=== memory_pager_flat ===
--- src/rtl/memory_pager_if.sv ---
// CPU-side bus of the 128K/divMMC memory pager: Z80 strobes and clock enable in,
// SRAM address, write strobe, data-mux selects and paging status out.
interface memory_pager_if #(
    parameter int AW = 21
);
    logic          ce;
    logic          cpuMreq;
    logic          cpuIorq;
    logic          cpuM1;
    logic          cpuWr;
    logic [15:0]   cpuA;
    logic [7:0]    cpuDi;
    logic          romSel;
    logic          romPage;
    logic          divRomSel;
    logic          divMap;
    logic          vduPage;
    logic          ramWe;
    logic [AW-1:0] ramA;
    logic [1:0]    dbg_state;

    modport master (
        output ce, cpuMreq, cpuIorq, cpuM1, cpuWr, cpuA, cpuDi,
        input  romSel, romPage, divRomSel, divMap, vduPage, ramWe, ramA, dbg_state
    );

    modport slave (
        input  ce, cpuMreq, cpuIorq, cpuM1, cpuWr, cpuA, cpuDi,
        output romSel, romPage, divRomSel, divMap, vduPage, ramWe, ramA, dbg_state
    );
endinterface

--- src/rtl/memory_pager.sv ---
// 128K memory mapper with divMMC: 7FFD paging, E3 control and the automap FSM,
// producing SRAM address/write strobe and ROM selects from the CPU bus.
module memory_pager #(
    parameter int BANK_W  = 3,
    parameter int DIV_PW  = 4,
    parameter int AW      = 21,
    parameter int AUTOMAP = 1
) (
    input  logic          clock,
    input  logic          reset,
    memory_pager_if.slave bus
);
    localparam logic [1:0] ST_IDLE   = 2'd0;
    localparam logic [1:0] ST_ARM    = 2'd1;
    localparam logic [1:0] ST_MAPPED = 2'd2;
    localparam logic [1:0] ST_UNARM  = 2'd3;

    logic [BANK_W-1:0] bank_q, bank_d, bank_di, win_bank;
    logic [DIV_PW-1:0] page_q, page_d;
    logic              vdu_page_q, vdu_page_d;
    logic              rom_page_q, rom_page_d;
    logic              lock_q, lock_d;
    logic              conmem_q, conmem_d;
    logic              mapram_q, mapram_d;
    logic [1:0]        state_q, state_d;
    logic              rearm_q, rearm_d;
    logic              io_wr_seen_q, io_wr_seen_d;
    logic              fetch_seen_q, fetch_seen_d;

    logic io_wr, fetch, io_wr_start, fetch_start;
    logic wr_7ffd, wr_e3;
    logic entry_hit, instant_hit, unmap_hit;
    logic div_map, rom_sel, div_rom_sel, read_only;
    logic [AW-1:0] ram_a;

    // Strobe "seen" flags advance only on ce, so only the first ce cycle of a strobe acts.
    assign io_wr       = !bus.cpuIorq && !bus.cpuWr;
    assign fetch       = !bus.cpuM1 && !bus.cpuMreq;
    assign io_wr_start = bus.ce && io_wr && !io_wr_seen_q;
    assign fetch_start = bus.ce && fetch && !fetch_seen_q;
    assign io_wr_seen_d = bus.ce ? io_wr : io_wr_seen_q;
    assign fetch_seen_d = bus.ce ? fetch : fetch_seen_q;

    assign wr_7ffd = io_wr_start && !bus.cpuA[15] && !bus.cpuA[1];
    assign wr_e3   = io_wr_start && (bus.cpuA[7:0] == 8'hE3);

    assign entry_hit   = (bus.cpuA == 16'h0000) || (bus.cpuA == 16'h0008) ||
                         (bus.cpuA == 16'h0038) || (bus.cpuA == 16'h0066) ||
                         (bus.cpuA == 16'h04C6) || (bus.cpuA == 16'h0562);
    assign instant_hit = (bus.cpuA[15:8] == 8'h3D);
    assign unmap_hit   = (bus.cpuA[15:3] == 13'h03FF);

    // Bank bits beyond the classic three come from cpuDi[7:6].
    always_comb begin
        bank_di = '0;
        for (int i = 0; i < BANK_W; i++) begin
            bank_di[i] = (i < 3) ? bus.cpuDi[i] : bus.cpuDi[i + 3];
        end
    end

    always_comb begin
        bank_d     = bank_q;
        vdu_page_d = vdu_page_q;
        rom_page_d = rom_page_q;
        lock_d     = lock_q;
        conmem_d   = conmem_q;
        mapram_d   = mapram_q;
        page_d     = page_q;
        if (wr_7ffd && !lock_q) begin
            bank_d     = bank_di;
            vdu_page_d = bus.cpuDi[3];
            rom_page_d = bus.cpuDi[4];
            lock_d     = bus.cpuDi[5];
        end
        if (wr_e3) begin
            conmem_d = bus.cpuDi[7];
            mapram_d = mapram_q | bus.cpuDi[6];
            page_d   = bus.cpuDi[DIV_PW-1:0];
        end
    end

    // ARM and UNARM wait for M1 to rise so the triggering fetch still sees the old map.
    always_comb begin
        state_d = state_q;
        rearm_d = rearm_q;
        if (bus.ce) begin
            case (state_q)
                ST_IDLE: begin
                    if (fetch_start && entry_hit) begin
                        state_d = ST_ARM;
                    end else if (fetch_start && instant_hit) begin
                        state_d = ST_MAPPED;
                    end
                end
                ST_ARM: begin
                    if (bus.cpuM1) begin
                        state_d = ST_MAPPED;
                    end
                end
                ST_MAPPED: begin
                    rearm_d = 1'b0;
                    if (fetch_start && unmap_hit) begin
                        state_d = ST_UNARM;
                    end
                end
                default: begin
                    if (fetch_start && entry_hit) begin
                        rearm_d = 1'b1;
                    end
                    if (bus.cpuM1) begin
                        state_d = rearm_q ? ST_MAPPED : ST_IDLE;
                        rearm_d = 1'b0;
                    end
                end
            endcase
        end
        if (AUTOMAP == 0) begin
            state_d = ST_IDLE;
            rearm_d = 1'b0;
        end
    end

    always_ff @(posedge clock) begin
        if (!reset) begin
            bank_q       <= '0;
            vdu_page_q   <= 1'b0;
            rom_page_q   <= 1'b0;
            lock_q       <= 1'b0;
            conmem_q     <= 1'b0;
            mapram_q     <= 1'b0;
            page_q       <= '0;
            state_q      <= ST_IDLE;
            rearm_q      <= 1'b0;
            // A strobe still active when reset releases must not trigger anything.
            io_wr_seen_q <= 1'b1;
            fetch_seen_q <= 1'b1;
        end else begin
            bank_q       <= bank_d;
            vdu_page_q   <= vdu_page_d;
            rom_page_q   <= rom_page_d;
            lock_q       <= lock_d;
            conmem_q     <= conmem_d;
            mapram_q     <= mapram_d;
            page_q       <= page_d;
            state_q      <= state_d;
            rearm_q      <= rearm_d;
            io_wr_seen_q <= io_wr_seen_d;
            fetch_seen_q <= fetch_seen_d;
        end
    end

    assign div_map = conmem_q || (state_q == ST_MAPPED) || (state_q == ST_UNARM);

    always_comb begin
        win_bank = bank_q;
        case (bus.cpuA[15:14])
            2'b01:   win_bank = BANK_W'(5);
            2'b10:   win_bank = BANK_W'(2);
            default: win_bank = bank_q;
        endcase
    end

    always_comb begin
        rom_sel     = 1'b0;
        div_rom_sel = 1'b0;
        read_only   = 1'b0;
        ram_a       = AW'({1'b0, win_bank, bus.cpuA[13:0]});
        if (bus.cpuA[15:14] == 2'b00) begin
            ram_a = '0;
            if (!div_map) begin
                rom_sel = 1'b1;
            end else if (!bus.cpuA[13]) begin
                if (conmem_q || !mapram_q) begin
                    div_rom_sel = 1'b1;
                end else begin
                    // mapram: page 3 stands in for the esxdos ROM and is write-protected.
                    ram_a     = AW'({1'b1, DIV_PW'(3), bus.cpuA[12:0]});
                    read_only = 1'b1;
                end
            end else begin
                ram_a     = AW'({1'b1, page_q, bus.cpuA[12:0]});
                read_only = mapram_q && !conmem_q && (page_q == DIV_PW'(3));
            end
        end
    end

    assign bus.romSel    = rom_sel;
    assign bus.divRomSel = div_rom_sel;
    assign bus.divMap    = div_map;
    assign bus.romPage   = rom_page_q;
    assign bus.vduPage   = vdu_page_q;
    assign bus.ramA      = ram_a;
    assign bus.ramWe     = bus.cpuWr | bus.cpuMreq | rom_sel | div_rom_sel | read_only;
    assign bus.dbg_state = state_q;
endmodule

--- src/flat_wrapper.sv ---
// flat-port wrapper written by rule: the top's interface ports become plain ports
module memory_pager_flat 
#(
    parameter int BANK_W  = 3,
    parameter int DIV_PW  = 4,
    parameter int AW      = 21,
    parameter int AUTOMAP = 1
)
  (clock, reset, bus_ce, bus_cpuMreq, bus_cpuIorq, bus_cpuM1, bus_cpuWr, bus_cpuA, bus_cpuDi, bus_romSel, bus_romPage, bus_divRomSel, bus_divMap, bus_vduPage, bus_ramWe, bus_ramA, bus_dbg_state);
  memory_pager_if #(.AW(AW)) bus_i ();
  input  logic clock;
  input  logic reset;
  input wire logic [$bits(bus_i.ce)-1:0] bus_ce;
  input wire logic [$bits(bus_i.cpuMreq)-1:0] bus_cpuMreq;
  input wire logic [$bits(bus_i.cpuIorq)-1:0] bus_cpuIorq;
  input wire logic [$bits(bus_i.cpuM1)-1:0] bus_cpuM1;
  input wire logic [$bits(bus_i.cpuWr)-1:0] bus_cpuWr;
  input wire logic [$bits(bus_i.cpuA)-1:0] bus_cpuA;
  input wire logic [$bits(bus_i.cpuDi)-1:0] bus_cpuDi;
  output wire logic [$bits(bus_i.romSel)-1:0] bus_romSel;
  output wire logic [$bits(bus_i.romPage)-1:0] bus_romPage;
  output wire logic [$bits(bus_i.divRomSel)-1:0] bus_divRomSel;
  output wire logic [$bits(bus_i.divMap)-1:0] bus_divMap;
  output wire logic [$bits(bus_i.vduPage)-1:0] bus_vduPage;
  output wire logic [$bits(bus_i.ramWe)-1:0] bus_ramWe;
  output wire logic [$bits(bus_i.ramA)-1:0] bus_ramA;
  output wire logic [$bits(bus_i.dbg_state)-1:0] bus_dbg_state;
  assign bus_i.ce = bus_ce;
  assign bus_i.cpuMreq = bus_cpuMreq;
  assign bus_i.cpuIorq = bus_cpuIorq;
  assign bus_i.cpuM1 = bus_cpuM1;
  assign bus_i.cpuWr = bus_cpuWr;
  assign bus_i.cpuA = bus_cpuA;
  assign bus_i.cpuDi = bus_cpuDi;
  assign bus_romSel = bus_i.romSel;
  assign bus_romPage = bus_i.romPage;
  assign bus_divRomSel = bus_i.divRomSel;
  assign bus_divMap = bus_i.divMap;
  assign bus_vduPage = bus_i.vduPage;
  assign bus_ramWe = bus_i.ramWe;
  assign bus_ramA = bus_i.ramA;
  assign bus_dbg_state = bus_i.dbg_state;
  memory_pager #(.BANK_W(BANK_W), .DIV_PW(DIV_PW), .AW(AW), .AUTOMAP(AUTOMAP)) u_core (.clock(clock), .reset(reset), .bus(bus_i));
endmodule
--- config.mk ---
export PLATFORM = sky130hd
export DESIGN_NAME = memory_pager_flat
export DESIGN_NICKNAME = d
export VERILOG_FILES = /design/src/rtl/memory_pager_if.sv /design/src/rtl/memory_pager.sv /design/src/flat_wrapper.sv
export SDC_FILE = /design/constraint.sdc
export NUM_CORES = 1
export LEC_CHECK = 0
export ABC_AREA = 0
export CORE_UTILIZATION = 65
export CTS_CLUSTER_DIAMETER = 40
export CTS_CLUSTER_SIZE = 12
export DETAILED_ROUTE_END_ITERATION = 7
export DONT_BUFFER_PORTS = 1
export PLACE_DENSITY = 0.81
export SETUP_SLACK_MARGIN = 0.02
export SLEW_MARGIN = 20
export SYNTH_ARGS = -nofsm -noshare
export SYNTH_HDL_FRONTEND = slang
export SYNTH_SLANG_ARGS = --single-unit
--- constraint.sdc ---
create_clock -name clock -period 3.95 [get_ports clock]
set_input_delay 0.9875 -clock clock [delete_from_list [all_inputs] [get_ports clock]]
set_output_delay 0.9875 -clock clock [all_outputs]
set_load 0.01 [all_outputs]
==> memory_pager_flat/clock_map.png <==
The bar under the picture is 10 µm long.
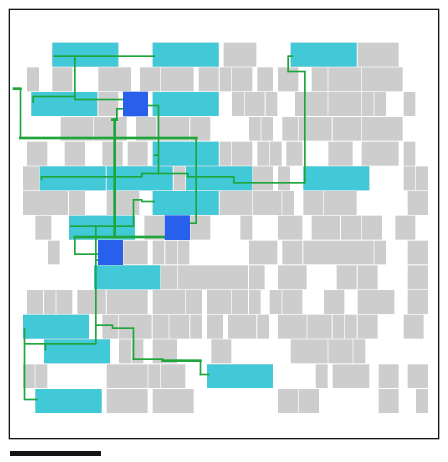
legend:
  cells driving clock nets:
    colour: blue
    count: 3
  clock wires:
    colour: green
    length: 218 µm
  flip-flops:
    colour: cyan
    count: 17
routed clock nets: 4
Clock group: 0.0938 mW
Clk pwr share: 0.303
Clock Skew: 7.07 ps

==> impl_metrics.env <==
# physical design summary
export IMPL_top_area_frac=0.258
export IMPL_status="completed"
export IMPL_globalplace_congestion=0.912
export IMPL_cts_tree="built"
export IMPL_bufAreaShareNonClock=0
export IMPL_worstHoldPathCells=1
export IMPL_seqCellArea_um2=340
export IMPL_combPwrFrac=0.136
export IMPL_async_flop_share=0
export IMPL_sh_seq_area=0.255
export IMPL_yosys_register_bits=17
export IMPL_edf_count=0
export IMPL_setup_ws_ps=755
export IMPL_drc_errors=0
export IMPL_logic_area_um2=893
export IMPL_die_h_um=47.1
export IMPL_setup_viol=0
export IMPL_synthCells=162
export IMPL_reg2reg_from="u_core.fetch_seen_q"
export IMPL_fillers=148
export IMPL_fin_util=0.733
export IMPL_cts_root_buf="clkbuf_4"
export IMPL_ff_type="dfxtp_1"
export IMPL_clkTransAtPathRegs_ps=100
export IMPL_r2r_slack_ps=2000
export IMPL_critPathLaunchType="flip-flop"
## metal layers
layer  track usage  part of all wire  wire length (µm)  vias up
met2         0.467              0.47              1430       68
met1         0.354              0.44              1330      552
met3        0.0577             0.080               240        2
met4         0.126            0.0040                12        0
li1              -                 -                 -      561
met5             0                 0                 0        -
## cell families after synthesis
kind of cell | Yosys count | share of synthesized area
compound gates | 31 | 0.165
fa+ha+maj | 7 | 0.0663
buf+inv | 20 | 0.0711
flops | 17 | 0.258
mux | 14 | 0.106
other cells | 1 | 0.00284
simple gates | 72 | 0.331
## critical path, cell delays in order, from the launching register on
cell,delay (ps)
dfxtp_1,530
inv_1,110
ha_1,270
or3_1,440
nand2_1,100
nand2_1,190
and2_1,280
## flip-flops by register name, indices dropped and copies added (netlist names)
name                  flops
u_core.rearm_q            1
u_core.bus.romPage        1
u_core.lock_q             1
u_core.bank_q             3
u_core.conmem_q           1
u_core.page_q             4
u_core.mapram_q           1
u_core.io_wr_seen_q       1
u_core.fetch_seen_q       1
u_core.bus.dbg_state      2
u_core.bus.vduPage        1

=== vga_timing_gen ===
==> vga_timing_gen/clock_map.png <==
The bar under the picture is 20 µm long.
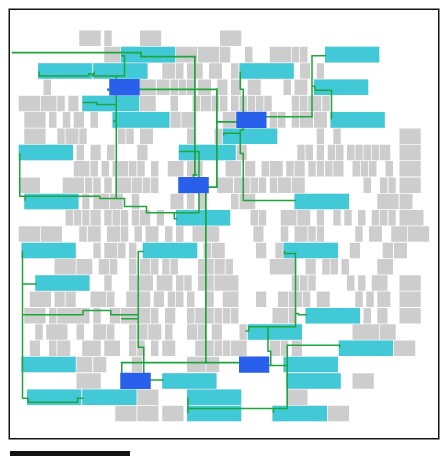
==> vga_timing_gen/pins.png <==
Pins as bars across the die edge, other pins in grey.
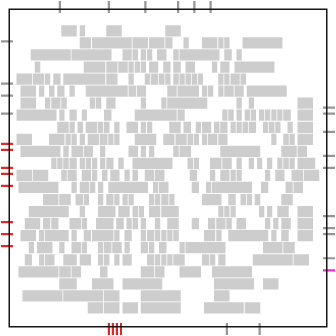
==> vga_timing_gen/metal_stack.png <==
The bar under the picture is 20 µm long.
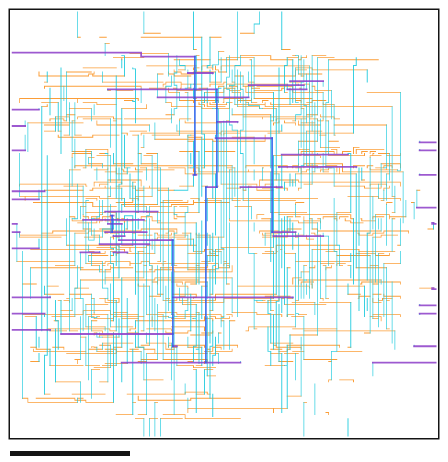
<file path="src/rtl/vga_timing_gen.sv">
// rtl/vga_timing_gen.sv - parametrised VGA raster timing generator
module vga_timing_gen #(
  parameter int   H_ACTIVE = 640,
  parameter int   H_FP     = 16,
  parameter int   H_SYNC   = 96,
  parameter int   H_BP     = 48,
  parameter int   V_ACTIVE = 480,
  parameter int   V_FP     = 10,
  parameter int   V_SYNC   = 2,
  parameter int   V_BP     = 33,
  parameter logic HS_POL   = 1'b0,
  parameter logic VS_POL   = 1'b0,
  parameter int   CLK_DIV  = 2,
  parameter int   CW       = 12
) (
  input  logic          clk,
  input  logic          RESET,
  input  logic          enable,
  input  logic          sync_rst,
  output logic          pix_ce,
  output logic          HS,
  output logic          VS,
  output logic          video,
  output logic [CW-1:0] pixel,
  output logic [CW-1:0] line,
  output logic          line_start,
  output logic          frame_start
);

  localparam int H_TOTAL = H_ACTIVE + H_FP + H_SYNC + H_BP;
  localparam int V_TOTAL = V_ACTIVE + V_FP + V_SYNC + V_BP;
  localparam int DW      = (CLK_DIV > 1) ? $clog2(CLK_DIV) : 1;

  localparam logic [DW-1:0] DIV_LAST = DW'(CLK_DIV - 1);
  localparam logic [CW-1:0] H_LAST   = CW'(H_TOTAL - 1);
  localparam logic [CW-1:0] V_LAST   = CW'(V_TOTAL - 1);
  localparam logic [CW-1:0] H_ACT    = CW'(H_ACTIVE);
  localparam logic [CW-1:0] V_ACT    = CW'(V_ACTIVE);
  localparam logic [CW-1:0] HS_START = CW'(H_ACTIVE + H_FP);
  localparam logic [CW-1:0] HS_END   = CW'(H_ACTIVE + H_FP + H_SYNC);
  localparam logic [CW-1:0] VS_START = CW'(V_ACTIVE + V_FP);
  localparam logic [CW-1:0] VS_END   = CW'(V_ACTIVE + V_FP + V_SYNC);

  logic [DW-1:0] div_cnt;
  logic [CW-1:0] h_count;
  logic [CW-1:0] v_count;
  logic [CW-1:0] h_next;
  logic [CW-1:0] v_next;
  logic          tick;
  logic          h_wrap;
  logic          v_wrap;

  // Next raster position; level outputs are decoded from it so they land with the counters
  always_comb begin
    tick   = (div_cnt == DIV_LAST);
    h_wrap = (h_count == H_LAST);
    v_wrap = (v_count == V_LAST);
    h_next = h_wrap ? '0 : h_count + CW'(1);
    v_next = v_count;
    if (h_wrap) begin
      v_next = v_wrap ? '0 : v_count + CW'(1);
    end
  end

  // Divider, raster counters and registered outputs; sync_rst wins over enable
  always_ff @(posedge clk or posedge RESET) begin
    if (RESET) begin
      div_cnt     <= '0;
      h_count     <= '0;
      v_count     <= '0;
      pix_ce      <= 1'b0;
      HS          <= ~HS_POL;
      VS          <= ~VS_POL;
      video       <= 1'b1;
      line_start  <= 1'b0;
      frame_start <= 1'b0;
    end else if (sync_rst) begin
      div_cnt     <= '0;
      h_count     <= '0;
      v_count     <= '0;
      pix_ce      <= 1'b0;
      HS          <= ~HS_POL;
      VS          <= ~VS_POL;
      video       <= 1'b1;
      line_start  <= 1'b0;
      frame_start <= 1'b0;
    end else if (enable) begin
      pix_ce      <= tick;
      line_start  <= tick && h_wrap;
      frame_start <= tick && h_wrap && v_wrap;
      if (tick) begin
        div_cnt <= '0;
        h_count <= h_next;
        v_count <= v_next;
        video   <= (h_next < H_ACT) && (v_next < V_ACT);
        HS      <= ((h_next >= HS_START) && (h_next < HS_END)) ? HS_POL : ~HS_POL;
        VS      <= ((v_next >= VS_START) && (v_next < VS_END)) ? VS_POL : ~VS_POL;
      end else begin
        div_cnt <= div_cnt + DW'(1);
      end
    end else begin
      pix_ce      <= 1'b0;
      line_start  <= 1'b0;
      frame_start <= 1'b0;
    end
  end

  // Parameter legality guard for simulation only
  always_ff @(posedge clk) begin
    assert (H_SYNC > 0 && V_SYNC > 0 && CLK_DIV >= 1 && H_ACTIVE > 0 && V_ACTIVE > 0 &&
            (H_TOTAL < (1 << CW)) && (V_TOTAL < (1 << CW)))
      else $error("vga_timing_gen: illegal parameter set");
  end

  assign pixel = h_count;
  assign line  = v_count;

endmodule
</file>
<file path="config.mk">
export PLATFORM = sky130hd
export DESIGN_NAME = vga_timing_gen
export DESIGN_NICKNAME = d
export VERILOG_FILES = /design/src/rtl/vga_timing_gen.sv
export SDC_FILE = /design/constraint.sdc
export NUM_CORES = 1
export LEC_CHECK = 0
export ABC_AREA = 1
export CAP_MARGIN = 20
export CORE_UTILIZATION = 42
export DETAILED_ROUTE_END_ITERATION = 12
export PLACE_DENSITY_LB_ADDON = 0.2
export SLEW_MARGIN = 40
export SYNTH_ARGS = -nofsm -noshare
export SYNTH_HDL_FRONTEND = slang
export SYNTH_SLANG_ARGS = --single-unit
export TNS_END_PERCENT = 100
</file>
<file path="constraint.sdc">
create_clock -name clk -period 1.9 [get_ports clk]
set_input_delay 0.38 -clock clk [delete_from_list [all_inputs] [get_ports clk]]
set_output_delay 0.38 -clock clk [all_outputs]
set_load 0.005 [all_outputs]
</file>
==> impl_metrics.env <==
# physical design summary
export IMPL_status="finished, violations left"
export IMPL_violations="design-rule violations"
export IMPL_finalPower_mw=1.30
export IMPL_simple_gate_share=0.405
export IMPL_critPathCaptureType="primary output"
export IMPL_cts_setup_buffers=0
export IMPL_fp_nets=305
export IMPL_fp_util=0.452
export IMPL_via_per_inst=5.25
export IMPL_cp_required_ps=1520
export IMPL_grt_pass1_wl_um=9160
export IMPL_seqPwrFrac=0.514
export IMPL_vdd_drop_max_v=0.000467
export IMPL_xor_share=0.00433
export IMPL_top_layer="met4"
export IMPL_antenna_left=0
export IMPL_routed_wl_met2_um=2590
export IMPL_core_um2=4470
export IMPL_yosysUniqueCellTypes=27
export IMPL_first_pass_iters=8
export IMPL_final_cell_area_um2=2670
export IMPL_clkTransAtPathRegs_ps=70
export IMPL_switchingPower_mw=0.313
export IMPL_grt_usage=0.232
export IMPL_cp_cell_sequence="buf_4, clkdlybuf4s50_1"
export IMPL_cts_sinks=31
export IMPL_slew_headroom=0.734
export IMPL_diodes=0
export IMPL_worst_pin_slew_ps=399
export IMPL_slowest_stage="clkdlybuf4s50_1"
export IMPL_drive_gt1_frac=0.160
export IMPL_wirelength_um=5420
export IMPL_crit_path_end="line[2]"
export IMPL_drc_errors=2
export IMPL_ys_chip_area_um2=2020
Notes on vga_timing_gen/clock_map.png above:
legend:
  clock wires:
    colour: green
    length: 485 µm
  cells driving clock nets:
    colour: blue
    count: 5
  flip-flops:
    colour: cyan
    count: 31
flops lie: spread over the die
Skew-Pair Late Insertion Delay: 290 ps
Clk pwr share: 0.427

Notes on vga_timing_gen/pins.png above:
legend:
  pixel:
    colour: red
    pins: 12
    direction: output
    edge: 8 left, 4 bottom
  line_start:
    colour: magenta
    pins: 1
    direction: output
    edge: right
all pins by edge: 12 left, 10 right, 6 top, 6 bottom

Notes on vga_timing_gen/metal_stack.png above:
legend:
  met1:
    colour: orange
    wire_length: 2400 µm
  met2:
    colour: cyan
    wire_length: 2590 µm
  met4:
    colour: blue
    wire_length: 101 µm
  met3:
    colour: purple
    wire_length: 331 µm

## worst max-delay path: cells and delay by family (launching register included)
family	cells	cell delay (ps)
DFF	1	460
buffers and inverters	2	660
## Yosys cell counts
master	n	area, µm²
a21oi_1	5	25.0
buf_4	1	7.51
buf_6	1	11.3
clkbuf_1	4	15.0
clkinv_1	1	3.75
dfrtp_1	28	701
dfstp_2	3	78.8
ha_1	3	37.5
inv_1	32	120
inv_2	5	18.8
nand2_1	92	345
nand2_2	4	25.0
nand3_1	24	120
nand3b_1	2	15.0
nand4_1	11	68.8
nor2_1	38	143
nor2_2	6	37.5
nor2_4	3	33.8
nor3_1	4	20.0
nor3_2	1	10.0
o211ai_1	1	7.51
o21ai_0	7	35.0
o21ai_1	2	10.0
o21bai_1	1	7.51
o22ai_1	17	106
o32ai_1	1	8.76
xor2_1	1	8.76
## cell type report
class,instances,area (µm²),area share
timing repair buffer,56,503,0.188
clock inverter,1,5.00,0.00187
clock buffer,7,86.3,0.0323
tap,52,65.1,0.0244
multi-input combinational,224,1090,0.408
sequential,31,779,0.292
inverter,38,143,0.0534

=== instruction_fetch_responder_flat ===
==> instruction_fetch_responder_flat/metal_stack.png <==
The bar under the picture is 20 µm long.
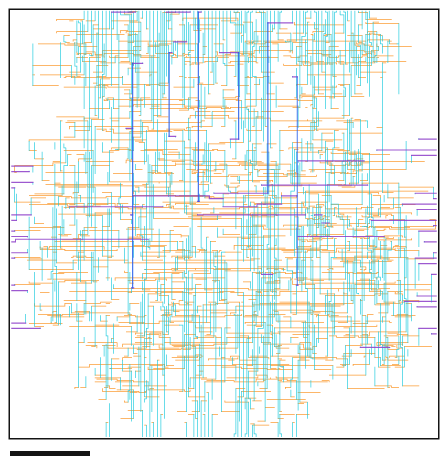
$ cat src/rtl/instruction_fetch_responder_if.sv
// Fetch-stage and instruction-memory bundles used by instruction_fetch_responder.
// In each bundle the requester is the master and the answering side is the slave.
interface instr_fetch_if #(
   parameter int ADDR_WIDTH = 32,
   parameter int DATA_WIDTH = 32
);
   logic [ADDR_WIDTH-1:0] instruction_addr;
   logic                  instruction_fetch_activate;
   logic [DATA_WIDTH-1:0] instruction_data;
   logic                  instruction_fetch_done;
   logic                  instruction_fetch_fault;
   logic                  invalidate;

   modport master (
      output instruction_addr, instruction_fetch_activate, invalidate,
      input  instruction_data, instruction_fetch_done, instruction_fetch_fault
   );

   modport slave (
      input  instruction_addr, instruction_fetch_activate, invalidate,
      output instruction_data, instruction_fetch_done, instruction_fetch_fault
   );
endinterface

interface instr_mem_if #(
   parameter int ADDR_WIDTH = 32,
   parameter int DATA_WIDTH = 32
);
   logic                  mem_req_valid;
   logic                  mem_req_ready;
   logic [ADDR_WIDTH-1:0] mem_req_addr;
   logic                  mem_resp_valid;
   logic [DATA_WIDTH-1:0] mem_resp_data;
   logic                  mem_resp_error;

   modport master (
      output mem_req_valid, mem_req_addr,
      input  mem_req_ready, mem_resp_valid, mem_resp_data, mem_resp_error
   );

   modport slave (
      input  mem_req_valid, mem_req_addr,
      output mem_req_ready, mem_resp_valid, mem_resp_data, mem_resp_error
   );
endinterface

$ cat src/rtl/instruction_fetch_responder.sv
// Answers fetch-stage requests from a one-entry hold register, issuing a single
// valid/ready memory read per miss and discarding responses that went stale.
module instruction_fetch_responder #(
   parameter int ADDR_WIDTH = 32,
   parameter int DATA_WIDTH = 32
) (
   input  logic         clk,
   input  logic         rst_n,
   instr_fetch_if.slave fetch,
   instr_mem_if.master  mem
);

   localparam logic [ADDR_WIDTH-1:0] ALIGN_MASK = ADDR_WIDTH'((DATA_WIDTH / 8) - 1);

   typedef enum logic [1:0] {
      IDLE,
      REQ,
      WAIT
   } state_t;

   state_t                state_q, state_d;
   logic                  entry_valid_q, entry_valid_d;
   logic [ADDR_WIDTH-1:0] entry_addr_q, entry_addr_d;
   logic [DATA_WIDTH-1:0] entry_data_q, entry_data_d;
   logic                  entry_fault_q, entry_fault_d;
   logic                  stale_q, stale_d;
   logic                  mem_req_valid_q, mem_req_valid_d;
   logic [ADDR_WIDTH-1:0] req_addr_q, req_addr_d;

   logic hit;
   logic misaligned;
   logic req_match;

   assign hit        = fetch.instruction_fetch_activate && entry_valid_q &&
                       (fetch.instruction_addr == entry_addr_q) && !fetch.invalidate;
   assign misaligned = |(fetch.instruction_addr & ALIGN_MASK);
   assign req_match  = fetch.instruction_fetch_activate && (fetch.instruction_addr == req_addr_q);

   assign fetch.instruction_fetch_done  = hit;
   assign fetch.instruction_data        = entry_data_q;
   assign fetch.instruction_fetch_fault = entry_fault_q;
   assign mem.mem_req_valid             = mem_req_valid_q;
   assign mem.mem_req_addr              = req_addr_q;

   always_comb begin
      state_d         = state_q;
      entry_valid_d   = entry_valid_q;
      entry_addr_d    = entry_addr_q;
      entry_data_d    = entry_data_q;
      entry_fault_d   = entry_fault_q;
      stale_d         = stale_q;
      mem_req_valid_d = mem_req_valid_q;
      req_addr_d      = req_addr_q;

      if (fetch.invalidate) begin
         entry_valid_d = 1'b0;
      end

      unique case (state_q)
         IDLE: begin
            // Misaligned fetches fault locally and never reach the memory bus.
            if (fetch.instruction_fetch_activate && !hit && !fetch.invalidate) begin
               if (misaligned) begin
                  entry_valid_d = 1'b1;
                  entry_addr_d  = fetch.instruction_addr;
                  entry_data_d  = '0;
                  entry_fault_d = 1'b1;
               end else begin
                  req_addr_d      = fetch.instruction_addr;
                  mem_req_valid_d = 1'b1;
                  stale_d         = 1'b0;
                  state_d         = REQ;
               end
            end
         end

         REQ: begin
            if (!req_match || fetch.invalidate) begin
               stale_d = 1'b1;
            end
            if (mem.mem_req_ready) begin
               mem_req_valid_d = 1'b0;
               state_d         = WAIT;
            end
         end

         WAIT: begin
            if (!req_match || fetch.invalidate) begin
               stale_d = 1'b1;
            end
            // A response is only kept if the fetch stage still wants exactly this word.
            if (mem.mem_resp_valid) begin
               if (!stale_q && !fetch.invalidate && req_match) begin
                  entry_valid_d = 1'b1;
                  entry_addr_d  = req_addr_q;
                  entry_data_d  = mem.mem_resp_data;
                  entry_fault_d = mem.mem_resp_error;
               end
               state_d = IDLE;
            end
         end

         default: begin
            state_d = IDLE;
         end
      endcase
   end

   always_ff @(posedge clk or negedge rst_n) begin
      if (!rst_n) begin
         state_q         <= IDLE;
         entry_valid_q   <= 1'b0;
         entry_addr_q    <= '0;
         entry_data_q    <= '0;
         entry_fault_q   <= 1'b0;
         stale_q         <= 1'b0;
         mem_req_valid_q <= 1'b0;
         req_addr_q      <= '0;
      end else begin
         state_q         <= state_d;
         entry_valid_q   <= entry_valid_d;
         entry_addr_q    <= entry_addr_d;
         entry_data_q    <= entry_data_d;
         entry_fault_q   <= entry_fault_d;
         stale_q         <= stale_d;
         mem_req_valid_q <= mem_req_valid_d;
         req_addr_q      <= req_addr_d;
      end
   end

endmodule

$ cat src/flat_wrapper.sv
// flat-port wrapper written by rule: the top's interface ports become plain ports
module instruction_fetch_responder_flat 
#(
   parameter int ADDR_WIDTH = 32,
   parameter int DATA_WIDTH = 32
)
  (clk, rst_n, fetch_instruction_addr, fetch_instruction_fetch_activate, fetch_invalidate, fetch_instruction_data, fetch_instruction_fetch_done, fetch_instruction_fetch_fault, mem_mem_req_valid, mem_mem_req_addr, mem_mem_req_ready, mem_mem_resp_valid, mem_mem_resp_data, mem_mem_resp_error);
  instr_fetch_if #(.ADDR_WIDTH(ADDR_WIDTH), .DATA_WIDTH(DATA_WIDTH)) fetch_i ();
  instr_mem_if #(.ADDR_WIDTH(ADDR_WIDTH), .DATA_WIDTH(DATA_WIDTH)) mem_i ();
  input  logic clk;
  input  logic rst_n;
  input wire logic [$bits(fetch_i.instruction_addr)-1:0] fetch_instruction_addr;
  input wire logic [$bits(fetch_i.instruction_fetch_activate)-1:0] fetch_instruction_fetch_activate;
  input wire logic [$bits(fetch_i.invalidate)-1:0] fetch_invalidate;
  output wire logic [$bits(fetch_i.instruction_data)-1:0] fetch_instruction_data;
  output wire logic [$bits(fetch_i.instruction_fetch_done)-1:0] fetch_instruction_fetch_done;
  output wire logic [$bits(fetch_i.instruction_fetch_fault)-1:0] fetch_instruction_fetch_fault;
  output wire logic [$bits(mem_i.mem_req_valid)-1:0] mem_mem_req_valid;
  output wire logic [$bits(mem_i.mem_req_addr)-1:0] mem_mem_req_addr;
  input wire logic [$bits(mem_i.mem_req_ready)-1:0] mem_mem_req_ready;
  input wire logic [$bits(mem_i.mem_resp_valid)-1:0] mem_mem_resp_valid;
  input wire logic [$bits(mem_i.mem_resp_data)-1:0] mem_mem_resp_data;
  input wire logic [$bits(mem_i.mem_resp_error)-1:0] mem_mem_resp_error;
  assign fetch_i.instruction_addr = fetch_instruction_addr;
  assign fetch_i.instruction_fetch_activate = fetch_instruction_fetch_activate;
  assign fetch_i.invalidate = fetch_invalidate;
  assign fetch_instruction_data = fetch_i.instruction_data;
  assign fetch_instruction_fetch_done = fetch_i.instruction_fetch_done;
  assign fetch_instruction_fetch_fault = fetch_i.instruction_fetch_fault;
  assign mem_mem_req_valid = mem_i.mem_req_valid;
  assign mem_mem_req_addr = mem_i.mem_req_addr;
  assign mem_i.mem_req_ready = mem_mem_req_ready;
  assign mem_i.mem_resp_valid = mem_mem_resp_valid;
  assign mem_i.mem_resp_data = mem_mem_resp_data;
  assign mem_i.mem_resp_error = mem_mem_resp_error;
  instruction_fetch_responder #(.ADDR_WIDTH(ADDR_WIDTH), .DATA_WIDTH(DATA_WIDTH)) u_core (.clk(clk), .rst_n(rst_n), .fetch(fetch_i), .mem(mem_i));
endmodule
$ cat config.mk
export PLATFORM = sky130hd
export DESIGN_NAME = instruction_fetch_responder_flat
export DESIGN_NICKNAME = d
export VERILOG_FILES = /design/src/rtl/instruction_fetch_responder_if.sv /design/src/rtl/instruction_fetch_responder.sv /design/src/flat_wrapper.sv
export SDC_FILE = /design/constraint.sdc
export NUM_CORES = 1
export LEC_CHECK = 0
export CAP_MARGIN = 20
export CORE_MARGIN = 1
export CORE_UTILIZATION = 45
export CTS_CLUSTER_DIAMETER = 150
export DETAILED_ROUTE_END_ITERATION = 16
export PLACE_DENSITY = 0.76
export RECOVER_POWER = 100
export SYNTH_ARGS = -nofsm -noshare
export SYNTH_HDL_FRONTEND = slang
export SYNTH_SLANG_ARGS = --single-unit
export TNS_END_PERCENT = 10
$ cat constraint.sdc
create_clock -name clk -period 2.55 [get_ports clk]
set_input_delay 0.255 -clock clk [delete_from_list [all_inputs] [get_ports clk]]
set_output_delay 0.255 -clock clk [all_outputs]
set_load 0.01 [all_outputs]
==> impl_metrics.env <==
# physical design summary
export IMPL_status="completed"
export IMPL_drc_errors=0
export IMPL_ys_chip_area_um2=5020
export IMPL_die_h_um=108
export IMPL_drv_cap=0
export IMPL_cts_tree="built"
export IMPL_fp_util=0.463
export IMPL_globalRouteMet2Util=0.350
export IMPL_area_delta_synth_final_pct=41.9
export IMPL_dr_first_iter_drc_count=219
export IMPL_critPathCaptureType="primary output"
export IMPL_warnings=29
export IMPL_critPathLaunchType="primary input"
export IMPL_crit_buf_inv=3
export IMPL_switching_share=0.341
export IMPL_worstSetupStartpoint="fetch_instruction_addr[16]"
export IMPL_setup_viol=0
export IMPL_antenna_left=0
export IMPL_power_per_cell_area_nw_per_um2=885
export IMPL_post_route_period_util=0.987
export IMPL_worstHoldPathCells=2
export IMPL_post_cts_resized=4
export IMPL_hold_class="primary input to flip-flop"
export IMPL_grt_overflow_total=0
export IMPL_core_um2=10800
export IMPL_first_pass_iters=4
export IMPL_cts_root_buf="clkbuf_8"
export IMPL_vias=3654
export IMPL_io_buffer_count=137
export IMPL_reg2reg_from="u_core.entry_addr_q[11]"
export IMPL_logic_area_um2=2350
export IMPL_grt_start_max_net_pins=53
export IMPL_layout_top_cell="dfrtp_1"
export IMPL_max_stage_delay_ps=500
export IMPL_cts_sinks=102
export IMPL_wl_per_cell_um=17.2
export IMPL_area_leaders="dfrtp_1 51%, mux2_2 14%, xnor2_1 6.5%, mux2_1 5.8%, a22o_1 5.8%"
export IMPL_async_flop_share=1.00
export IMPL_fillers=833
export IMPL_crit_path_end="fetch_instruction_fetch_done"
## Picture notes: instruction_fetch_responder_flat/metal_stack.png
legend:
  met1:
    colour: orange
    wire_length: 5250 µm
  met2:
    colour: cyan
    wire_length: 6320 µm
  met3:
    colour: purple
    wire_length: 408 µm
  met4:
    colour: blue
    wire_length: 242 µm

[cell type report]
cell class                 count  share of cell area
clock buffer                  11              0.0212
tap                          140              0.0246
inverter                      12             0.00632
clock inverter                 5             0.00808
multi-input combinational    255               0.330
timing repair buffer         184               0.252
sequential                   102               0.358
[kinds of logic (layout without fill, tap and decap cells)]
kind of cell	count (synthesis)	count (layout)	share of synthesized area
mux	94	94	0.210
flops	102	102	0.508
compound gates	50	50	0.0785
simple gates	47	47	0.0511
fa+ha+maj	3	3	0.00748
buf+inv	30	212	0.0381
xor+xnor	61	61	0.106
[sequential cells by signal (all words and copies together) (netlist names)]
| name | count |
|---|---|
| u_core.entry_addr_q | 32 |
| u_core.entry_valid_q | 1 |
| u_core.mem.mem_req_addr | 32 |
| u_core.state_q | 2 |
| u_core.mem.mem_req_valid | 1 |
| u_core.fetch.instruction_data | 32 |
| u_core.stale_q | 1 |
| u_core.fetch.instruction_fetch_fault | 1 |
[metal layers]
metal	part of all wire	wire [µm]
met5	0	0
met4	0.020	242
met3	0.033	407
met2	0.52	6320
met1	0.43	5250

=== conv_layer_ctrl ===
==> conv_layer_ctrl/pins.png <==
Pins as bars across the die edge, other pins in grey.
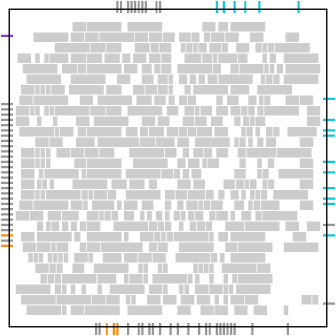
==> conv_layer_ctrl/metal_stack.png <==
The bar under the picture is 20 µm long.
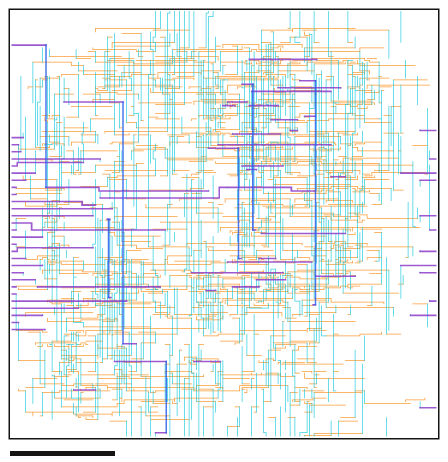
[src/rtl/conv_layer_ctrl.sv]
// Weight loader and frame sequencer for one conv_layer instance.
// Define CONV_CTRL_WATCHDOG_EN to add a per-frame timeout that raises error_o.
module conv_layer_ctrl #(
  parameter  int KERNEL_HEIGHT  = 3,
  parameter  int KERNEL_WIDTH   = 2,
  parameter  int N_CONVOLUTIONS = 2,
  parameter  int WORD_SIZE      = 16,
  parameter  int FRAME_W        = 16,
  parameter  int TIMEOUT_CYCLES = 4096,
  localparam int KS             = KERNEL_HEIGHT * KERNEL_WIDTH,
  localparam int WIDX_W         = $clog2(KS + 1),
  localparam int CIDX_W         = $clog2(N_CONVOLUTIONS + 1),
  localparam int ADDR_W         = CIDX_W + WIDX_W
) (
  input  logic                 clk_i,
  input  logic                 reset_ni,
  input  logic                 load_i,
  input  logic                 run_i,
  input  logic [FRAME_W-1:0]   frames_i,
  input  logic                 valid_i,
  output logic                 yumi_o,
  input  logic [WORD_SIZE-1:0] data_i,
  output logic [ADDR_W-1:0]    mem_addr_o,
  output logic                 wen_o,
  output logic [WORD_SIZE-1:0] mem_data_o,
  input  logic                 conv_ready_i,
  output logic                 start_o,
  output logic                 loaded_o,
  output logic                 busy_o,
  output logic                 done_o,
  output logic [FRAME_W-1:0]   frame_count_o,
  output logic                 error_o
);

  typedef enum logic [2:0] {eIDLE, eLOAD, eARM, eSTART, eRUN, eDONE} state_e;

  state_e             state_reg;
  logic [WIDX_W-1:0]  word_idx_reg;
  logic [CIDX_W-1:0]  conv_idx_reg;
  logic [FRAME_W-1:0] frames_reg;
  logic               first_cycle_reg;
  logic               handshake;
  logic               accept_load;
  logic               accept_run;
  logic               last_word;
  logic               wd_fire;
  logic [FRAME_W:0]   frame_count_inc;

  assign handshake       = (state_reg == eLOAD) && valid_i;
  assign yumi_o          = handshake;
  assign busy_o          = (state_reg != eIDLE);
  assign accept_load     = (state_reg == eIDLE) && load_i;
  assign accept_run      = (state_reg == eIDLE) && !load_i && run_i && loaded_o;
  assign last_word       = (word_idx_reg == WIDX_W'(KS)) &&
                           (conv_idx_reg == CIDX_W'(N_CONVOLUTIONS - 1));
  assign frame_count_inc = {1'b0, frame_count_o} + 1'b1;

`ifdef CONV_CTRL_WATCHDOG_EN
  localparam int WD_W = $clog2(TIMEOUT_CYCLES + 1);

  logic [WD_W-1:0] wd_cnt_reg;

  // A frame that completes on the timeout cycle still counts as completed.
  assign wd_fire = (state_reg == eRUN) && !first_cycle_reg && !conv_ready_i &&
                   (wd_cnt_reg == WD_W'(TIMEOUT_CYCLES - 1));

  always_ff @(posedge clk_i or negedge reset_ni) begin
    if (!reset_ni) begin
      wd_cnt_reg <= '0;
      error_o    <= 1'b0;
    end else begin
      wd_cnt_reg <= (state_reg == eRUN) ? wd_cnt_reg + 1'b1 : '0;
      if (accept_load || accept_run) begin
        error_o <= 1'b0;
      end else if (wd_fire) begin
        error_o <= 1'b1;
      end
    end
  end
`else
  assign wd_fire = 1'b0;
  // Constant-false comparison: keeps error_o at 0 without a watchdog.
  assign error_o = (TIMEOUT_CYCLES < 0);
`endif

  always_ff @(posedge clk_i or negedge reset_ni) begin
    if (!reset_ni) begin
      state_reg       <= eIDLE;
      word_idx_reg    <= '0;
      conv_idx_reg    <= '0;
      frames_reg      <= '0;
      first_cycle_reg <= 1'b0;
      wen_o           <= 1'b0;
      mem_addr_o      <= '0;
      mem_data_o      <= '0;
      start_o         <= 1'b0;
      loaded_o        <= 1'b0;
      done_o          <= 1'b0;
      frame_count_o   <= '0;
    end else begin
      wen_o   <= 1'b0;
      start_o <= 1'b0;
      done_o  <= 1'b0;
      case (state_reg)
        eIDLE: begin
          if (accept_load) begin
            state_reg    <= eLOAD;
            loaded_o     <= 1'b0;
            word_idx_reg <= '0;
            conv_idx_reg <= '0;
          end else if (accept_run) begin
            frames_reg    <= frames_i;
            frame_count_o <= '0;
            if (frames_i == '0) begin
              state_reg <= eDONE;
              done_o    <= 1'b1;
            end else begin
              state_reg <= eARM;
            end
          end
        end
        eLOAD: begin
          if (handshake) begin
            // Upper field is offset by one so address block 0 stays untouched.
            wen_o      <= 1'b1;
            mem_data_o <= data_i;
            mem_addr_o <= {CIDX_W'(conv_idx_reg + 1'b1), word_idx_reg};
            if (word_idx_reg == WIDX_W'(KS)) begin
              word_idx_reg <= '0;
              conv_idx_reg <= conv_idx_reg + 1'b1;
            end else begin
              word_idx_reg <= word_idx_reg + 1'b1;
            end
            if (last_word) begin
              state_reg <= eIDLE;
              loaded_o  <= 1'b1;
            end
          end
        end
        eARM: begin
          if (conv_ready_i) begin
            state_reg <= eSTART;
            start_o   <= 1'b1;
          end
        end
        eSTART: begin
          state_reg       <= eRUN;
          first_cycle_reg <= 1'b1;
        end
        eRUN: begin
          // The layer still shows ready during the first cycle after start.
          first_cycle_reg <= 1'b0;
          if (!first_cycle_reg && conv_ready_i) begin
            if (frame_count_o != '1) begin
              frame_count_o <= frame_count_o + 1'b1;
            end
            if (frame_count_inc == {1'b0, frames_reg}) begin
              state_reg <= eDONE;
              done_o    <= 1'b1;
            end else begin
              state_reg <= eSTART;
              start_o   <= 1'b1;
            end
          end else if (wd_fire) begin
            state_reg <= eDONE;
            done_o    <= 1'b1;
          end
        end
        eDONE: begin
          state_reg <= eIDLE;
        end
        default: begin
          state_reg <= eIDLE;
        end
      endcase
    end
  end

endmodule

[config.mk]
export PLATFORM = sky130hd
export DESIGN_NAME = conv_layer_ctrl
export DESIGN_NICKNAME = d
export VERILOG_FILES = /design/src/rtl/conv_layer_ctrl.sv
export SDC_FILE = /design/constraint.sdc
export NUM_CORES = 1
export LEC_CHECK = 0
export CAP_MARGIN = 5
export CORE_UTILIZATION = 54
export DETAILED_ROUTE_END_ITERATION = 8
export PLACE_DENSITY = 0.84
export SETUP_SLACK_MARGIN = 0.2
export SYNTH_ARGS = -nofsm -noshare
export SYNTH_HDL_FRONTEND = slang
export SYNTH_SLANG_ARGS = --single-unit
[constraint.sdc]
create_clock -name clk_i -period 6.3 [get_ports clk_i]
set_input_delay 0.63 -clock clk_i [delete_from_list [all_inputs] [get_ports clk_i]]
set_output_delay 0.63 -clock clk_i [all_outputs]
set_load 0.05 [all_outputs]
==> impl_metrics.env <==
# physical design summary
export IMPL_avgSynthCellArea_um2=9.33
export IMPL_p_comb_mw=0.869
export IMPL_post_route_period_util=0.693
export IMPL_nNonClkInverters=8
export IMPL_hold_buffers=0
export IMPL_async_flop_share=1.00
export IMPL_top_area_frac=0.479
export IMPL_setup_ws_ps=1930
export IMPL_lay_top_cells="79 x clkdlybuf4s50_1, 77 x nand2_1, 66 x dfrtp_1, 38 x o21ai_0, 20 x nor2_1"
export IMPL_dr_first_iter_drc_count=270
export IMPL_grt_setup_unrepaired="false"
export IMPL_arrival_ps=3740
export IMPL_synthCells=369
export IMPL_reg2reg_from="state_reg[1]"
export IMPL_warnings=26
export IMPL_status="completed"
export IMPL_clockBufferDepth=2
export IMPL_htree_levels=3
export IMPL_placed_area_um2=4260
export IMPL_power_leader="combinational cells"
export IMPL_critPathLaunchType="flip-flop"
export IMPL_die_w_um=81.9
export IMPL_critPathKind="flip-flop to primary output"
export IMPL_pin_count=82
export IMPL_postSynthSeqShare=0.479
export IMPL_critPathCaptureType="primary output"
export IMPL_yosysTopAreaCell="dfrtp_1"
export IMPL_seqPwrFrac=0.350
export IMPL_seqCellArea_um2=1650
export IMPL_wl_per_cell_um=16.2
export IMPL_worstSetupStartpoint="state_reg[1]"
export IMPL_cts_setup_buffers=0
export IMPL_slowest_stage="clkdlybuf4s50_1"
export IMPL_p_int_mw=1.12
export IMPL_final_cells=522
export IMPL_grt_pass1_wl_um=13900
export IMPL_top_cell="nand2_1"
export IMPL_fin_util=0.744
export IMPL_setup_viol=0
export IMPL_final_cell_area_um2=4490
export IMPL_first_pass_iters=4
export IMPL_drc_errors=0
export IMPL_worst_pin_slew_ps=846
export IMPL_fp_nets=409
export IMPL_grt_antenna_before_repair=0
export IMPL_cts_sinks=66
export IMPL_antenna_left=0
export IMPL_rows=28
export IMPL_ys_chip_area_um2=3440
export IMPL_syn_area_um2=3440
export IMPL_cp_required_ps=5670
## Picture notes: conv_layer_ctrl/pins.png
legend:
  mem_addr_o:
    colour: orange
    pins: 5
    direction: output
    edge: 3 bottom, 2 left
  frame_count_o:
    colour: cyan
    pins: 16
    direction: output
    edge: 10 right, 6 top
  clk_i:
    colour: purple
    pins: 1
    direction: input
    edge: left
all pins by edge: 29 left, 25 bottom, 16 top, 12 right

## Picture notes: conv_layer_ctrl/metal_stack.png
legend:
  met4:
    colour: blue
    wire_length: 194 µm
  met3:
    colour: purple
    wire_length: 581 µm
  met2:
    colour: cyan
    wire_length: 3930 µm
  met1:
    colour: orange
    wire_length: 3740 µm

kinds of logic after synthesis:
| logic type | after synthesis | share of synthesized area |
|---|---|---|
| DFF | 66 | 0.479 |
| muxes | 17 | 0.0552 |
| other | 1 | 0.00109 |
| and+or+nand+nor | 156 | 0.230 |
| adders and majority gates | 2 | 0.00726 |
| AOI/OAI and AO/OA | 79 | 0.142 |
| buffers and inverters | 28 | 0.0349 |
| xor gates and xnor gates | 20 | 0.0509 |
worst paths after layout:
check | cells after the start | slack, ps | to
hold / removal | 2 | 450 | wen_o
max in group asynchronous | 2 | 5300 | frame_count_o[4]
min in group clk_i | 2 | 480 | mem_addr_o[0]
setup / recovery | 5 | 1930 | yumi_o
setup reg to reg | 7 | 3280 | word_idx_reg[2]
hold reg to reg | 2 | 480 | mem_addr_o[0]
metal layers:
layer  routed length, µm  part of all wire  vias to the layer above  global-route usage
met2                3930              0.47                      107               0.432
met4                 193             0.023                        0               0.126
met1                3740              0.44                     1458               0.366
met3                 580             0.069                       18              0.0767
li1                    -                 -                     1444                   -
met5                   0                 0                        -                   0
worst max-delay path, delay by kind of cell, from the launching register on:
kind	cells	cell delay (ps)
buffers and inverters	2	1680
DFF	1	500
and+or+nand+nor	3	1200

=== draw_rect_fill ===
**src/rtl/draw_rect_fill.sv**
```systemverilog
// Rectangle filler: sweeps a latched rectangle in raster order, one registered
// pixel per clock, with optional checker colouring and off-screen clipping.
module draw_rect_fill #(
    parameter int X_W      = 8,
    parameter int Y_W      = 7,
    parameter int COLOUR_W = 3,
    parameter int SCREEN_W = 160,
    parameter int SCREEN_H = 120
) (
    input  logic                clock,
    input  logic                resetn,
    input  logic                start,
    input  logic [X_W-1:0]      xPosition,
    input  logic [Y_W-1:0]      yPosition,
    input  logic [X_W-1:0]      rectW,
    input  logic [Y_W-1:0]      rectH,
    input  logic [COLOUR_W-1:0] colourIn,
    input  logic [COLOUR_W-1:0] colourAlt,
    input  logic                mode,
    output logic [X_W-1:0]      x,
    output logic [Y_W-1:0]      y,
    output logic [COLOUR_W-1:0] colourOut,
    output logic                plot,
    output logic                busy,
    output logic                done
);

    localparam logic [X_W:0] LP_SCREEN_W = SCREEN_W[X_W:0];
    localparam logic [Y_W:0] LP_SCREEN_H = SCREEN_H[Y_W:0];

    typedef enum logic [1:0] {
        S_IDLE,
        S_DRAW,
        S_FINISH
    } state_t;

    state_t r_state;
    state_t w_state_next;

    logic [X_W-1:0]      r_x0;
    logic [Y_W-1:0]      r_y0;
    logic [X_W-1:0]      r_w;
    logic [Y_W-1:0]      r_h;
    logic [COLOUR_W-1:0] r_ci;
    logic [COLOUR_W-1:0] r_ca;
    logic                r_mode;
    logic [X_W-1:0]      r_cx;
    logic [Y_W-1:0]      r_cy;

    logic [X_W-1:0]      r_x;
    logic [Y_W-1:0]      r_y;
    logic [COLOUR_W-1:0] r_colour;
    logic                r_plot;
    logic                r_busy;
    logic                r_done;

    logic [X_W-1:0]      w_cx_inc;
    logic [Y_W-1:0]      w_cy_inc;
    logic                w_last_x;
    logic                w_last;
    logic                w_zero_size;
    logic [X_W:0]        w_sum_x;
    logic [Y_W:0]        w_sum_y;
    logic                w_on_screen;
    logic                w_alt;

    assign w_cx_inc    = r_cx + X_W'(1);
    assign w_cy_inc    = r_cy + Y_W'(1);
    assign w_last_x    = (w_cx_inc == r_w);
    assign w_last      = w_last_x && (w_cy_inc == r_h);
    assign w_zero_size = (rectW == '0) || (rectH == '0);

    // Sums are one bit wider so a rectangle running past the coordinate range
    // is still recognised as off screen rather than wrapping back on.
    assign w_sum_x     = {1'b0, r_x0} + {1'b0, r_cx};
    assign w_sum_y     = {1'b0, r_y0} + {1'b0, r_cy};
    assign w_on_screen = (w_sum_x < LP_SCREEN_W) && (w_sum_y < LP_SCREEN_H);
    assign w_alt       = r_mode && (r_cx[0] ^ r_cy[0]);

    always_ff @(posedge clock or negedge resetn) begin
        if (!resetn) begin
            r_state <= S_IDLE;
        end else begin
            r_state <= w_state_next;
        end
    end

    always_comb begin
        w_state_next = r_state;
        unique case (r_state)
            S_IDLE: begin
                if (start) begin
                    w_state_next = w_zero_size ? S_FINISH : S_DRAW;
                end
            end
            S_DRAW: begin
                if (w_last) begin
                    w_state_next = S_FINISH;
                end
            end
            S_FINISH: w_state_next = S_IDLE;
            default:  w_state_next = S_IDLE;
        endcase
    end

    always_ff @(posedge clock or negedge resetn) begin
        if (!resetn) begin
            r_x0     <= '0;
            r_y0     <= '0;
            r_w      <= '0;
            r_h      <= '0;
            r_ci     <= '0;
            r_ca     <= '0;
            r_mode   <= 1'b0;
            r_cx     <= '0;
            r_cy     <= '0;
            r_x      <= '0;
            r_y      <= '0;
            r_colour <= '0;
            r_plot   <= 1'b0;
            r_busy   <= 1'b0;
            r_done   <= 1'b0;
        end else begin
            r_plot <= 1'b0;
            r_done <= 1'b0;
            unique case (r_state)
                S_IDLE: begin
                    if (start) begin
                        r_x0   <= xPosition;
                        r_y0   <= yPosition;
                        r_w    <= rectW;
                        r_h    <= rectH;
                        r_ci   <= colourIn;
                        r_ca   <= colourAlt;
                        r_mode <= mode;
                        r_cx   <= '0;
                        r_cy   <= '0;
                        r_busy <= 1'b1;
                    end
                end
                S_DRAW: begin
                    r_x      <= w_sum_x[X_W-1:0];
                    r_y      <= w_sum_y[Y_W-1:0];
                    r_colour <= w_alt ? r_ca : r_ci;
                    r_plot   <= w_on_screen;
                    // Counters advance on clipped pixels too, keeping the fill length fixed.
                    if (w_last_x) begin
                        r_cx <= '0;
                        r_cy <= w_cy_inc;
                    end else begin
                        r_cx <= w_cx_inc;
                    end
                end
                S_FINISH: begin
                    r_done <= 1'b1;
                    r_busy <= 1'b0;
                end
                default: begin
                    r_busy <= 1'b0;
                end
            endcase
        end
    end

    assign x         = r_x;
    assign y         = r_y;
    assign colourOut = r_colour;
    assign plot      = r_plot;
    assign busy      = r_busy;
    assign done      = r_done;

endmodule

```
**config.mk**
```make
export PLATFORM = sky130hd
export DESIGN_NAME = draw_rect_fill
export DESIGN_NICKNAME = d
export VERILOG_FILES = /design/src/rtl/draw_rect_fill.sv
export SDC_FILE = /design/constraint.sdc
export NUM_CORES = 1
export LEC_CHECK = 0
export ABC_CLOCK_PERIOD_IN_PS = 2500
export CORE_MARGIN = 2
export CORE_UTILIZATION = 55
export DETAILED_ROUTE_END_ITERATION = 16
export PLACE_DENSITY = 0.79
export REMOVE_ABC_BUFFERS = 1
export SYNTH_ARGS = -nofsm -noshare
export SYNTH_HDL_FRONTEND = slang
export SYNTH_SLANG_ARGS = --single-unit
```
**constraint.sdc**
```tcl
create_clock -name clock -period 2.5 [get_ports clock]
set_input_delay 0.625 -clock clock [delete_from_list [all_inputs] [get_ports clock]]
set_output_delay 0.625 -clock clock [all_outputs]
set_load 0.005 [all_outputs]
```
==> impl_metrics.env <==
# physical design summary
export IMPL_status="completed"
export IMPL_ys_sh_mux=0.116
export IMPL_reg2regPathDepth=7
export IMPL_yosys_warnings=0
export IMPL_dr_first_iter_drc_count=126
export IMPL_hold_class="primary input to asynchronous set/reset pin"
export IMPL_pre_cts_slack_ps=15.7
export IMPL_top_cell="dfrtp_1"
export IMPL_seqPwrFrac=0.361
export IMPL_final_nets=525
export IMPL_bufAreaShareNonClock=0.150
export IMPL_p_comb_mw=2.95
export IMPL_placed_area_um2=4890
export IMPL_powerClk_mw=0.927
export IMPL_r2r_slack_ps=80
export IMPL_lay_top_cells="75 x dfrtp_1, 61 x nand2_1, 59 x clkdlybuf4s50_1, 37 x mux2_2, 23 x o21ai_0"
export IMPL_r2r_end="r_cy[6]"
export IMPL_timing_fmax_mhz=413
export IMPL_ff_count=75
export IMPL_num_nonclk_buffers=78
export IMPL_hold_buffers=0
export IMPL_nNonClkInverters=8
export IMPL_critPathCaptureType="flip-flop"
export IMPL_crit_path_end="r_cy[6]"
export IMPL_power_per_cell_area_nw_per_um2=1180
## state kept, by name (all words and copies together), names as in the netlist, 2 cells and up
register,cells
r_ca,3
colourOut,3
r_cx,8
r_x0,8
r_cy,7
r_ci,3
r_y0,7
r_state,2
x,8
r_w,8
y,7
r_h,7
## worst min-delay path by stage
stage	slack, ps	start	cells past startpoint	endpoint
floorplan	330	resetn	0	busy
global placement	460	y[1]	2	y[1]
detailed placement	460	x[5]	2	x[5]
CTS	310	resetn	2	colourOut[2]
global route	320	resetn	2	x[2]
finish	290	resetn	2	x[3]
## metal layers
| metal | routed length (µm) | global-route usage | vias up |
|---|---|---|---|
| li1 | - | - | 1553 |
| met1 | 3990 | 0.301 | 1533 |
| met2 | 4270 | 0.380 | 98 |
| met3 | 386 | 0.0467 | 10 |
| met4 | 145 | 0.0667 | 0 |
| met5 | 0 | 0 | - |
## worst register-to-register path: cells and delay by family (launching register included)
family / cells / cell delay (ps)
xor gates and xnor gates: 2 / 310
adders and majority gates: 1 / 280
DFF: 1 / 410
and+or+nand+nor: 3 / 1120
AOI/OAI and AO/OA: 1 / 250
## repair_timing
action,4_1_cts,5_1_grt
setup endpoints to repair,0,10
setup buffers,0,3
resized,0,5
==> draw_rect_fill/pins.png <==
Pins as bars across the die edge, other pins in grey.
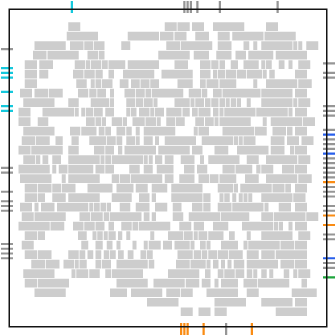
legend:
  rectH:
    colour: cyan
    pins: 7
    direction: input
    edge: 6 left, 1 top
  xPosition:
    colour: orange
    pins: 8
    direction: input
    edge: 5 bottom, 3 right
  colourOut:
    colour: blue
    pins: 3
    direction: output
    edge: right
  resetn:
    colour: green
    pins: 1
    direction: input
    edge: right
all pins by edge: 31 right, 17 left, 7 top, 6 bottom
die height: 90.4 µm
# port buffers: 60
die width: 90.4 µm

==> draw_rect_fill/metal_stack.png <==
The bar under the picture is 20 µm long.
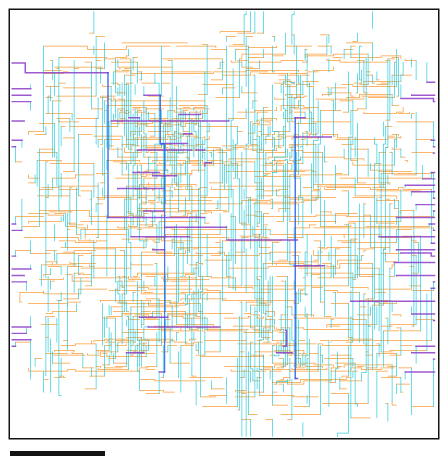
legend:
  met3:
    colour: purple
    wire_length: 387 µm
  met4:
    colour: blue
    wire_length: 145 µm
  met1:
    colour: orange
    wire_length: 3990 µm
  met2:
    colour: cyan
    wire_length: 4270 µm
routed vias: 3194
GRT Overall Usage: 0.227
overall routed net length: 8790 µm
routed len/inst: 15.4 µm



==> gallery <==
Clock network drawn from the DEF.
The bar under the picture is 20 µm long.
(a)
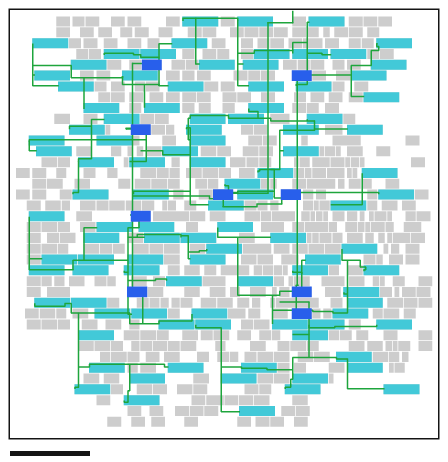
(b)
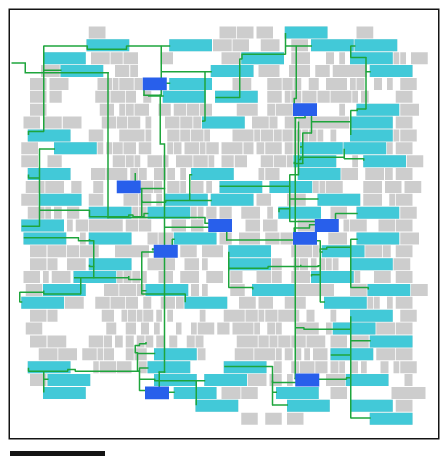
(c)
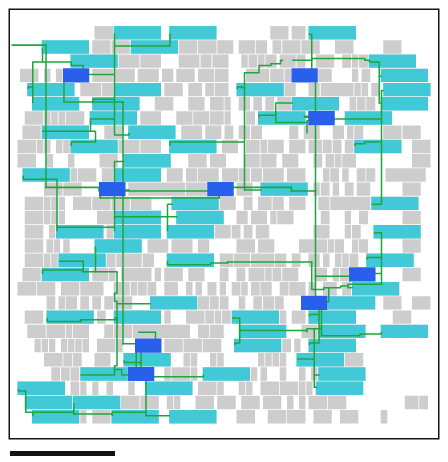
conv_layer_ctrl is (c).
draw_rect_fill is (b).
instruction_fetch_responder_flat is (a).

Key to (a):
legend:
  cells driving clock nets:
    colour: blue
    count: 9
  clock wires:
    colour: green
    length: 1240 µm
  flip-flops:
    colour: cyan
    count: 102
flops lie: spread over the die

Power and IR drop assume default switching activity.
